# tawas_load_wb_arb

**src/rtl/tawas_load_wb_arb.sv**
```systemverilog
// Late-load write-back scheduler: per-source return FIFOs, slice-conflict arbitration and a
// RAW scoreboard. Define TAWAS_WB_BYPASS_EN to let a return issue in its push cycle.
module tawas_load_wb_arb #(
    parameter int unsigned DEPTH = 4,
    parameter int unsigned PTR_W = 2
) (
    input  logic        clk_i,
    input  logic        rst_ni,

    input  logic        issue_vld_i,
    input  logic [1:0]  issue_slice_i,
    input  logic [2:0]  issue_sel_i,
    output logic [31:0] sb_pending_o,

    input  logic [3:0]  wb_block_i,

    input  logic        axi_rtn_vld_i,
    output logic        axi_rtn_rdy_o,
    input  logic [1:0]  axi_rtn_slice_i,
    input  logic [2:0]  axi_rtn_sel_i,
    input  logic [31:0] axi_rtn_data_i,

    input  logic        rac_rtn_vld_i,
    output logic        rac_rtn_rdy_o,
    input  logic [1:0]  rac_rtn_slice_i,
    input  logic [2:0]  rac_rtn_sel_i,
    input  logic [31:0] rac_rtn_data_i,

    output logic        axi_load_vld_o,
    output logic [1:0]  axi_load_slice_o,
    output logic [2:0]  axi_load_sel_o,
    output logic [31:0] axi_load_o,

    output logic        raccoon_load_vld_o,
    output logic [1:0]  raccoon_load_slice_o,
    output logic [2:0]  raccoon_load_sel_o,
    output logic [31:0] raccoon_load_o
);

    // Entry layout: {slice[36:35], sel[34:32], data[31:0]}; index 0 = AXI, 1 = Raccoon.
    localparam int unsigned EntW = 37;

    typedef enum logic {PriAxi, PriRac} pri_e;

    logic [EntW-1:0]  mem_q [2][DEPTH];
    logic [PTR_W-1:0] wptr_q [2];
    logic [PTR_W-1:0] wptr_d [2];
    logic [PTR_W-1:0] rptr_q [2];
    logic [PTR_W-1:0] rptr_d [2];
    logic [PTR_W:0]   cnt_q [2];
    logic [PTR_W:0]   cnt_d [2];
    pri_e             rr_q, rr_d;
    logic [1:0]       vld_q, vld_d;
    logic [EntW-1:0]  ent_q [2];
    logic [EntW-1:0]  ent_d [2];
    logic [31:0]      sb_q, sb_d;

    logic [EntW-1:0]  rtn_ent [2];
    logic [EntW-1:0]  head [2];
    logic [1:0]       rtn_vld, rdy, push, empty, byp, head_vld, elig, issue, pop, wr;
    logic             collide;

    always_comb begin
        rtn_vld    = {rac_rtn_vld_i, axi_rtn_vld_i};
        rtn_ent[0] = {axi_rtn_slice_i, axi_rtn_sel_i, axi_rtn_data_i};
        rtn_ent[1] = {rac_rtn_slice_i, rac_rtn_sel_i, rac_rtn_data_i};
        rdy        = '0;
        push       = '0;
        empty      = '0;
        byp        = '0;
        head_vld   = '0;
        elig       = '0;
        for (int s = 0; s < 2; s++) begin
            rdy[s]   = cnt_q[s] != (PTR_W+1)'(DEPTH);
            push[s]  = rtn_vld[s] & rdy[s];
            empty[s] = cnt_q[s] == '0;
`ifdef TAWAS_WB_BYPASS_EN
            byp[s]   = empty[s] & push[s];
`else
            byp[s]   = 1'b0;
`endif
            head_vld[s] = ~empty[s] | byp[s];
            head[s]     = empty[s] ? rtn_ent[s] : mem_q[s][rptr_q[s]];
            elig[s]     = head_vld[s] & ~wb_block_i[head[s][36:35]];
        end
    end

    // Only identical {slice,sel} targets collide; distinct targets write back together.
    always_comb begin
        collide  = elig[0] & elig[1] & (head[0][36:32] == head[1][36:32]);
        issue[0] = elig[0] & (~collide | (rr_q == PriAxi));
        issue[1] = elig[1] & (~collide | (rr_q == PriRac));
        rr_d     = rr_q;
        if (collide) begin
            rr_d = (rr_q == PriAxi) ? PriRac : PriAxi;
        end
    end

    always_comb begin
        pop   = '0;
        wr    = '0;
        vld_d = issue;
        for (int s = 0; s < 2; s++) begin
            pop[s]    = issue[s] & ~empty[s];
            // A bypassed return that issues never enters the FIFO.
            wr[s]     = push[s] & ~(issue[s] & byp[s]);
            wptr_d[s] = wptr_q[s] + PTR_W'(wr[s]);
            rptr_d[s] = rptr_q[s] + PTR_W'(pop[s]);
            cnt_d[s]  = cnt_q[s] + (PTR_W+1)'(wr[s]) - (PTR_W+1)'(pop[s]);
            ent_d[s]  = issue[s] ? head[s] : ent_q[s];
        end
    end

    // Clear on observed write-back, then set on issue so a same-cycle set wins.
    always_comb begin
        sb_d = sb_q;
        if (vld_q[0]) begin
            sb_d[ent_q[0][36:32]] = 1'b0;
        end
        if (vld_q[1]) begin
            sb_d[ent_q[1][36:32]] = 1'b0;
        end
        if (issue_vld_i) begin
            sb_d[{issue_slice_i, issue_sel_i}] = 1'b1;
        end
    end

    always_ff @(posedge clk_i or negedge rst_ni) begin
        if (!rst_ni) begin
            for (int s = 0; s < 2; s++) begin
                wptr_q[s] <= '0;
                rptr_q[s] <= '0;
                cnt_q[s]  <= '0;
                ent_q[s]  <= '0;
            end
            rr_q  <= PriAxi;
            vld_q <= '0;
            sb_q  <= '0;
        end else begin
            for (int s = 0; s < 2; s++) begin
                wptr_q[s] <= wptr_d[s];
                rptr_q[s] <= rptr_d[s];
                cnt_q[s]  <= cnt_d[s];
                ent_q[s]  <= ent_d[s];
            end
            rr_q  <= rr_d;
            vld_q <= vld_d;
            sb_q  <= sb_d;
        end
    end

    always_ff @(posedge clk_i) begin
        for (int s = 0; s < 2; s++) begin
            if (wr[s]) begin
                mem_q[s][wptr_q[s]] <= rtn_ent[s];
            end
        end
    end

    assign axi_rtn_rdy_o        = rdy[0];
    assign rac_rtn_rdy_o        = rdy[1];
    assign sb_pending_o         = sb_q;
    assign axi_load_vld_o       = vld_q[0];
    assign axi_load_slice_o     = ent_q[0][36:35];
    assign axi_load_sel_o       = ent_q[0][34:32];
    assign axi_load_o           = ent_q[0][31:0];
    assign raccoon_load_vld_o   = vld_q[1];
    assign raccoon_load_slice_o = ent_q[1][36:35];
    assign raccoon_load_sel_o   = ent_q[1][34:32];
    assign raccoon_load_o       = ent_q[1][31:0];

endmodule

```
**config.mk**
```make
export PLATFORM = sky130hd
export DESIGN_NAME = tawas_load_wb_arb
export DESIGN_NICKNAME = d
export VERILOG_FILES = /design/src/rtl/tawas_load_wb_arb.sv
export SDC_FILE = /design/constraint.sdc
export NUM_CORES = 1
export LEC_CHECK = 0
export ABC_CLOCK_PERIOD_IN_PS = 4110
export CORE_ASPECT_RATIO = 0.7
export CORE_MARGIN = 2
export CORE_UTILIZATION = 40
export CTS_BUF_LIST = sky130_fd_sc_hd__clkbuf_8
export CTS_CLUSTER_DIAMETER = 40
export DETAILED_ROUTE_END_ITERATION = 16
export PLACE_DENSITY = 0.74
export REMOVE_ABC_BUFFERS = 1
export SYNTH_ARGS = -nofsm -noshare
export SYNTH_HDL_FRONTEND = slang
export SYNTH_SLANG_ARGS = --single-unit
```
**constraint.sdc**
```tcl
create_clock -name clk_i -period 4.11 [get_ports clk_i]
set_input_delay 0.6165 -clock clk_i [delete_from_list [all_inputs] [get_ports clk_i]]
set_output_delay 0.6165 -clock clk_i [all_outputs]
set_load 0.05 [all_outputs]
```
### M1 wires, tawas_load_wb_arb

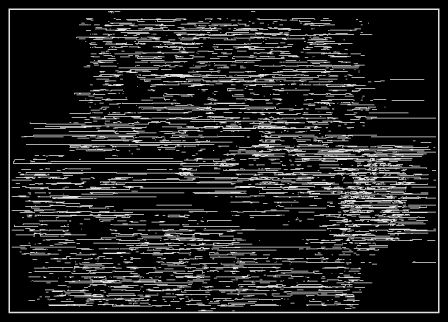
The layer carries 17000 um of wire. The longest straight run is 122 um. The layer holds 45% of the routed length. The wires run mostly horizontal.

### Metal 2, tawas_load_wb_arb

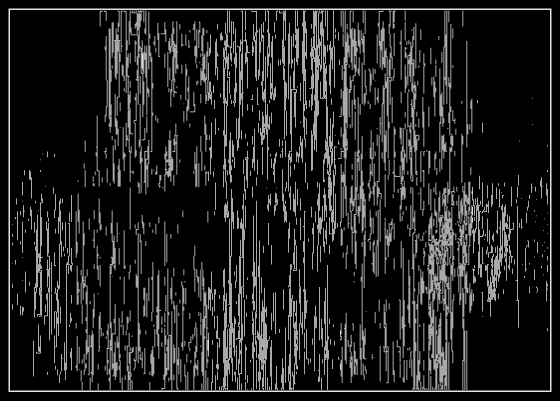
The layer holds 46% of the routed length. 1136 nets have wire on it.

==> flow_summary.toml <==
# physical design summary
[synthesis]
synthXorXnorAreaFrac = 0.009354
synthSimpleGateAreaFrac = 0.03081
synth_seq_share = 0.7100
syn_area_per_cell_sq_um = 19.04
yosys.area.top_type = "edfxtp_1"
mux_share = 0.1987
flop_cell = "edfxtp_1"

[final_timing]
min_period_ns = 3.468
slew_viol_final = 0

[grt]
busiest_layer = "met2"
grt_overflow = 0
grt_max_degree = 92

[layout]
drive_above_1_share = 0.2389
nets = 1237
final_cells = 1743
lay_top_cells = "edfxtp_1 (296), clkdlybuf4s50_1 (196), dfrtp_1 (119)"
layout_top_cell = "edfxtp_1"
nFillCells = 3359

[route]
firstDrtPassIters = 7

[placement]
dp_slack_ns = 0.5873

[status]
status = "completed"

[cts]
h-tree-depth = 3

[floorplanning]
rows = 62
chip_area_sq_um = 43820

[pwr]
p_comb_w = 0.00805

[worst_setup_path]
r2r_setup_slack_ns = 0.64
path_delay_family = "flip-flops"
cp_slowest_cell = "dfrtp_2"

# xnor_match_counter

### M1 wires, xnor_match_counter

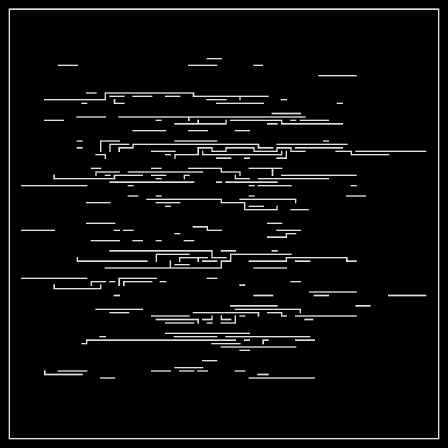
### Metal 2, xnor_match_counter

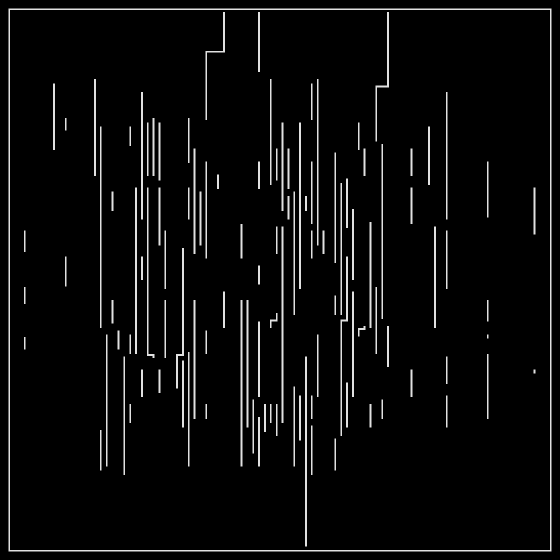
### Metal 3, xnor_match_counter

Bar = 10 um.
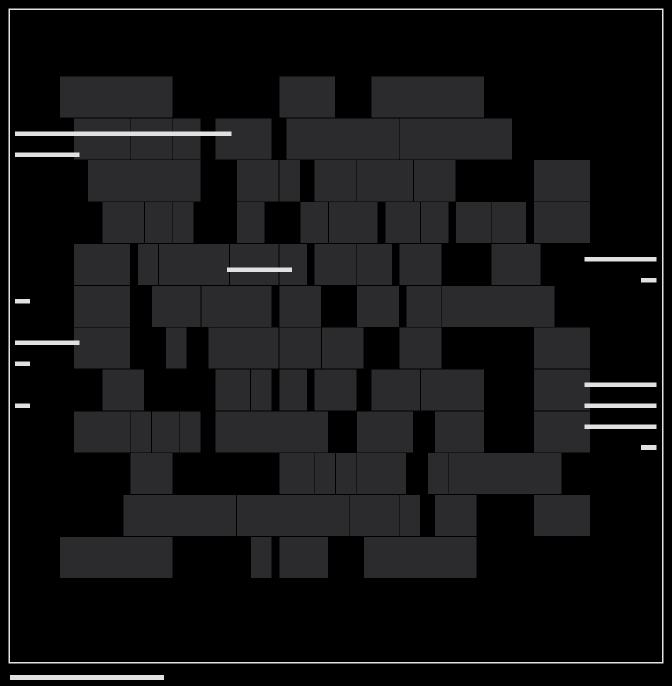
[src/rtl/xnor_match_counter_pkg.sv]
// Shared types and constants for the XNOR frame match counter.
// Holds the 2-bit FSM state encoding and the default counter width.
package xnor_pkg;

  typedef enum logic [1:0] {
    ST_IDLE = 2'd0,
    ST_RUN  = 2'd1,
    ST_DONE = 2'd2
  } state_e;

  localparam int FRAME_LEN_DEF = 8;
  // Smallest width whose range covers 0..FRAME_LEN inclusive.
  localparam int CNT_W_DEF = $clog2(FRAME_LEN_DEF + 1);

endpackage

[src/rtl/xnor_match_counter_xnorgate.sv]
// Single-bit equality primitive: y is high when a and b agree.
module xnorgate (
  input  logic a,
  input  logic b,
  output logic y
);

  assign y = ~(a ^ b);

endmodule

[src/rtl/xnor_match_counter.sv]
// Frame-level match counter: accepts FRAME_LEN serial a/b bits, counts equal
// bits, and pulses done with a whole-frame equality flag at frame end.
module xnor_match_counter
  import xnor_pkg::*;
#(
  parameter int FRAME_LEN = FRAME_LEN_DEF,
  parameter int CNT_W     = CNT_W_DEF
) (
  input  logic             clk,
  input  logic             rst_n,
  input  logic             start,
  input  logic             bit_valid,
  input  logic             a,
  input  logic             b,
  output logic             busy,
  output logic             y,
  output logic [CNT_W-1:0] match_count,
  output logic             all_equal,
  output logic             done,
  output state_e           state_dbg
);

  // Handshake: a bit is consumed on any posedge where bit_valid==1 while busy==1;
  // there is no backpressure, and bit_valid outside RUN is dropped silently.

  localparam logic [CNT_W-1:0] LAST_IDX = CNT_W'(FRAME_LEN - 1);
  localparam logic [CNT_W-1:0] FULL_CNT = CNT_W'(FRAME_LEN);

  state_e           state_q, state_d;
  logic [CNT_W-1:0] idx_q, idx_d;
  logic [CNT_W-1:0] cnt_q, cnt_d;
  logic             y_q, y_d;
  logic             all_eq_q, all_eq_d;
  logic             bit_eq;
  logic [CNT_W-1:0] cnt_inc;

  xnorgate u_xnorgate (
    .a (a),
    .b (b),
    .y (bit_eq)
  );

  assign cnt_inc = cnt_q + {{(CNT_W-1){1'b0}}, bit_eq};

  always_comb begin
    state_d  = state_q;
    idx_d    = idx_q;
    cnt_d    = cnt_q;
    y_d      = y_q;
    all_eq_d = all_eq_q;
    case (state_q)
      ST_IDLE: begin
        if (start) begin
          state_d  = ST_RUN;
          idx_d    = '0;
          cnt_d    = '0;
          all_eq_d = 1'b0;
        end
      end
      ST_RUN: begin
        if (bit_valid) begin
          y_d   = bit_eq;
          cnt_d = cnt_inc;
          idx_d = idx_q + 1'b1;
          if (idx_q == LAST_IDX) begin
            state_d  = ST_DONE;
            all_eq_d = (cnt_inc == FULL_CNT);
          end
        end
      end
      ST_DONE: begin
        // Holding start through DONE chains frames with no idle cycle.
        if (start) begin
          state_d  = ST_RUN;
          idx_d    = '0;
          cnt_d    = '0;
          all_eq_d = 1'b0;
        end else begin
          state_d = ST_IDLE;
        end
      end
      default: state_d = ST_IDLE;
    endcase
  end

  always_ff @(posedge clk) begin
    if (!rst_n) begin
      state_q  <= ST_IDLE;
      idx_q    <= '0;
      cnt_q    <= '0;
      y_q      <= 1'b0;
      all_eq_q <= 1'b0;
    end else begin
      state_q  <= state_d;
      idx_q    <= idx_d;
      cnt_q    <= cnt_d;
      y_q      <= y_d;
      all_eq_q <= all_eq_d;
    end
  end

  assign busy        = (state_q == ST_RUN);
  assign done        = (state_q == ST_DONE);
  assign y           = y_q;
  assign match_count = cnt_q;
  assign all_equal   = all_eq_q;
  assign state_dbg   = state_q;

endmodule
[config.mk]
export PLATFORM = sky130hd
export DESIGN_NAME = xnor_match_counter
export DESIGN_NICKNAME = d
export VERILOG_FILES = /design/src/rtl/xnor_match_counter_pkg.sv /design/src/rtl/xnor_match_counter_xnorgate.sv /design/src/rtl/xnor_match_counter.sv
export SDC_FILE = /design/constraint.sdc
export NUM_CORES = 1
export LEC_CHECK = 0
export CORE_MARGIN = 3
export CORE_UTILIZATION = 45
export DETAILED_ROUTE_END_ITERATION = 7
export PLACE_DENSITY = 0.79
export REMOVE_ABC_BUFFERS = 1
export SLEW_MARGIN = 20
export SYNTH_ARGS = -nofsm -noshare
export SYNTH_HDL_FRONTEND = slang
export SYNTH_SLANG_ARGS = --single-unit
export TNS_END_PERCENT = 50
[constraint.sdc]
create_clock -name clk -period 2.05 [get_ports clk]
set_clock_uncertainty 0.1 [all_clocks]
set_input_delay 0.3075 -clock clk [delete_from_list [all_inputs] [get_ports clk]]
set_output_delay 0.3075 -clock clk [all_outputs]
set_load 0.005 [all_outputs]
==> flow_summary.toml <==
# physical design summary
[synthesis]
netlist_area_sq_um = 595.6
synth-async-reset-ratio = 0
synth_cell_types = 26
yosys_warnings = 0
ys_cells = 66
area_leaders = "dfxtp_1 (40%), a21boi_0 (8.8%), ha_1 (6.3%)"
synthXorXnorAreaFrac = 0.07353
edf_count = 0
syn_inst = 66
top_area_frac = 0.4034

[cts]
cts_setup_buffers = 0
clock_latency_ns = 0.25

[placement]
placed_cells = 94
gp_congestion = 0.7157

[worst_setup_path]
r2r_end = "all_equal"
max_stage_delay_ns = 0.41
crit_top_cell = "ha_1"

[layout]
logic_area_sq_um = 346.6
clock_cell_area_share = 0.02871
comb-cell-share = 0.4418
n_antenna_cell = 0
nets = 94
inv_count = 0

[status]
status = "completed"

[route]
top_layer = "met4"
postRouteAntennaNets = 0
dr_wl_met2_um = 544
wl_met1_um = 545
wl_per_cell_um = 11.80
firstDrtPassIters = 4

[grt]
busiest_layer = "met2"

[final_timing]
period_used_share = 0.8786

[pwr]
p_leak_nw = 0.2991
p_comb_frac = 0.129
switching_power_w = 0.00009794
internal-power_w = 0.0003365
Notes on 'M1 wires' of xnor_match_counter above:
84 nets have wire on it. The wires run mostly horizontal. The layer holds 48% of the routed length. The layer carries 546 um of wire.
met1 usage: 0.1762
DR vias: 521
final WL: 1145 um

Notes on 'Metal 2' of xnor_match_counter above:
The layer holds 48% of the routed length. 77 nets have wire on it. The longest straight run is 15.6 um. The wires run mostly vertical. The layer carries 545 um of wire.

Notes on 'Metal 3' of xnor_match_counter above:
12 nets have wire on it. The layer carries 46.5 um of wire. The layer holds 4.1% of the routed length. The longest straight run is 13.8 um.



==> screenshots <==
Track usage over the die.
image #1
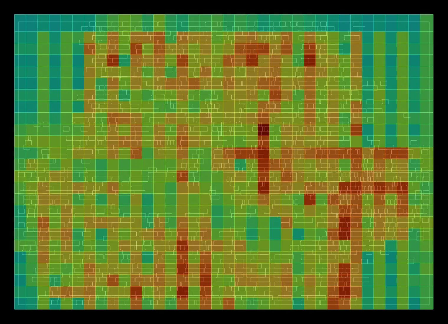
image #2
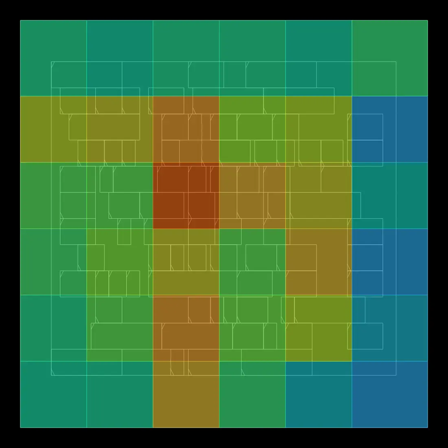
image #2 -> xnor_match_counter
image #1 -> tawas_load_wb_arb

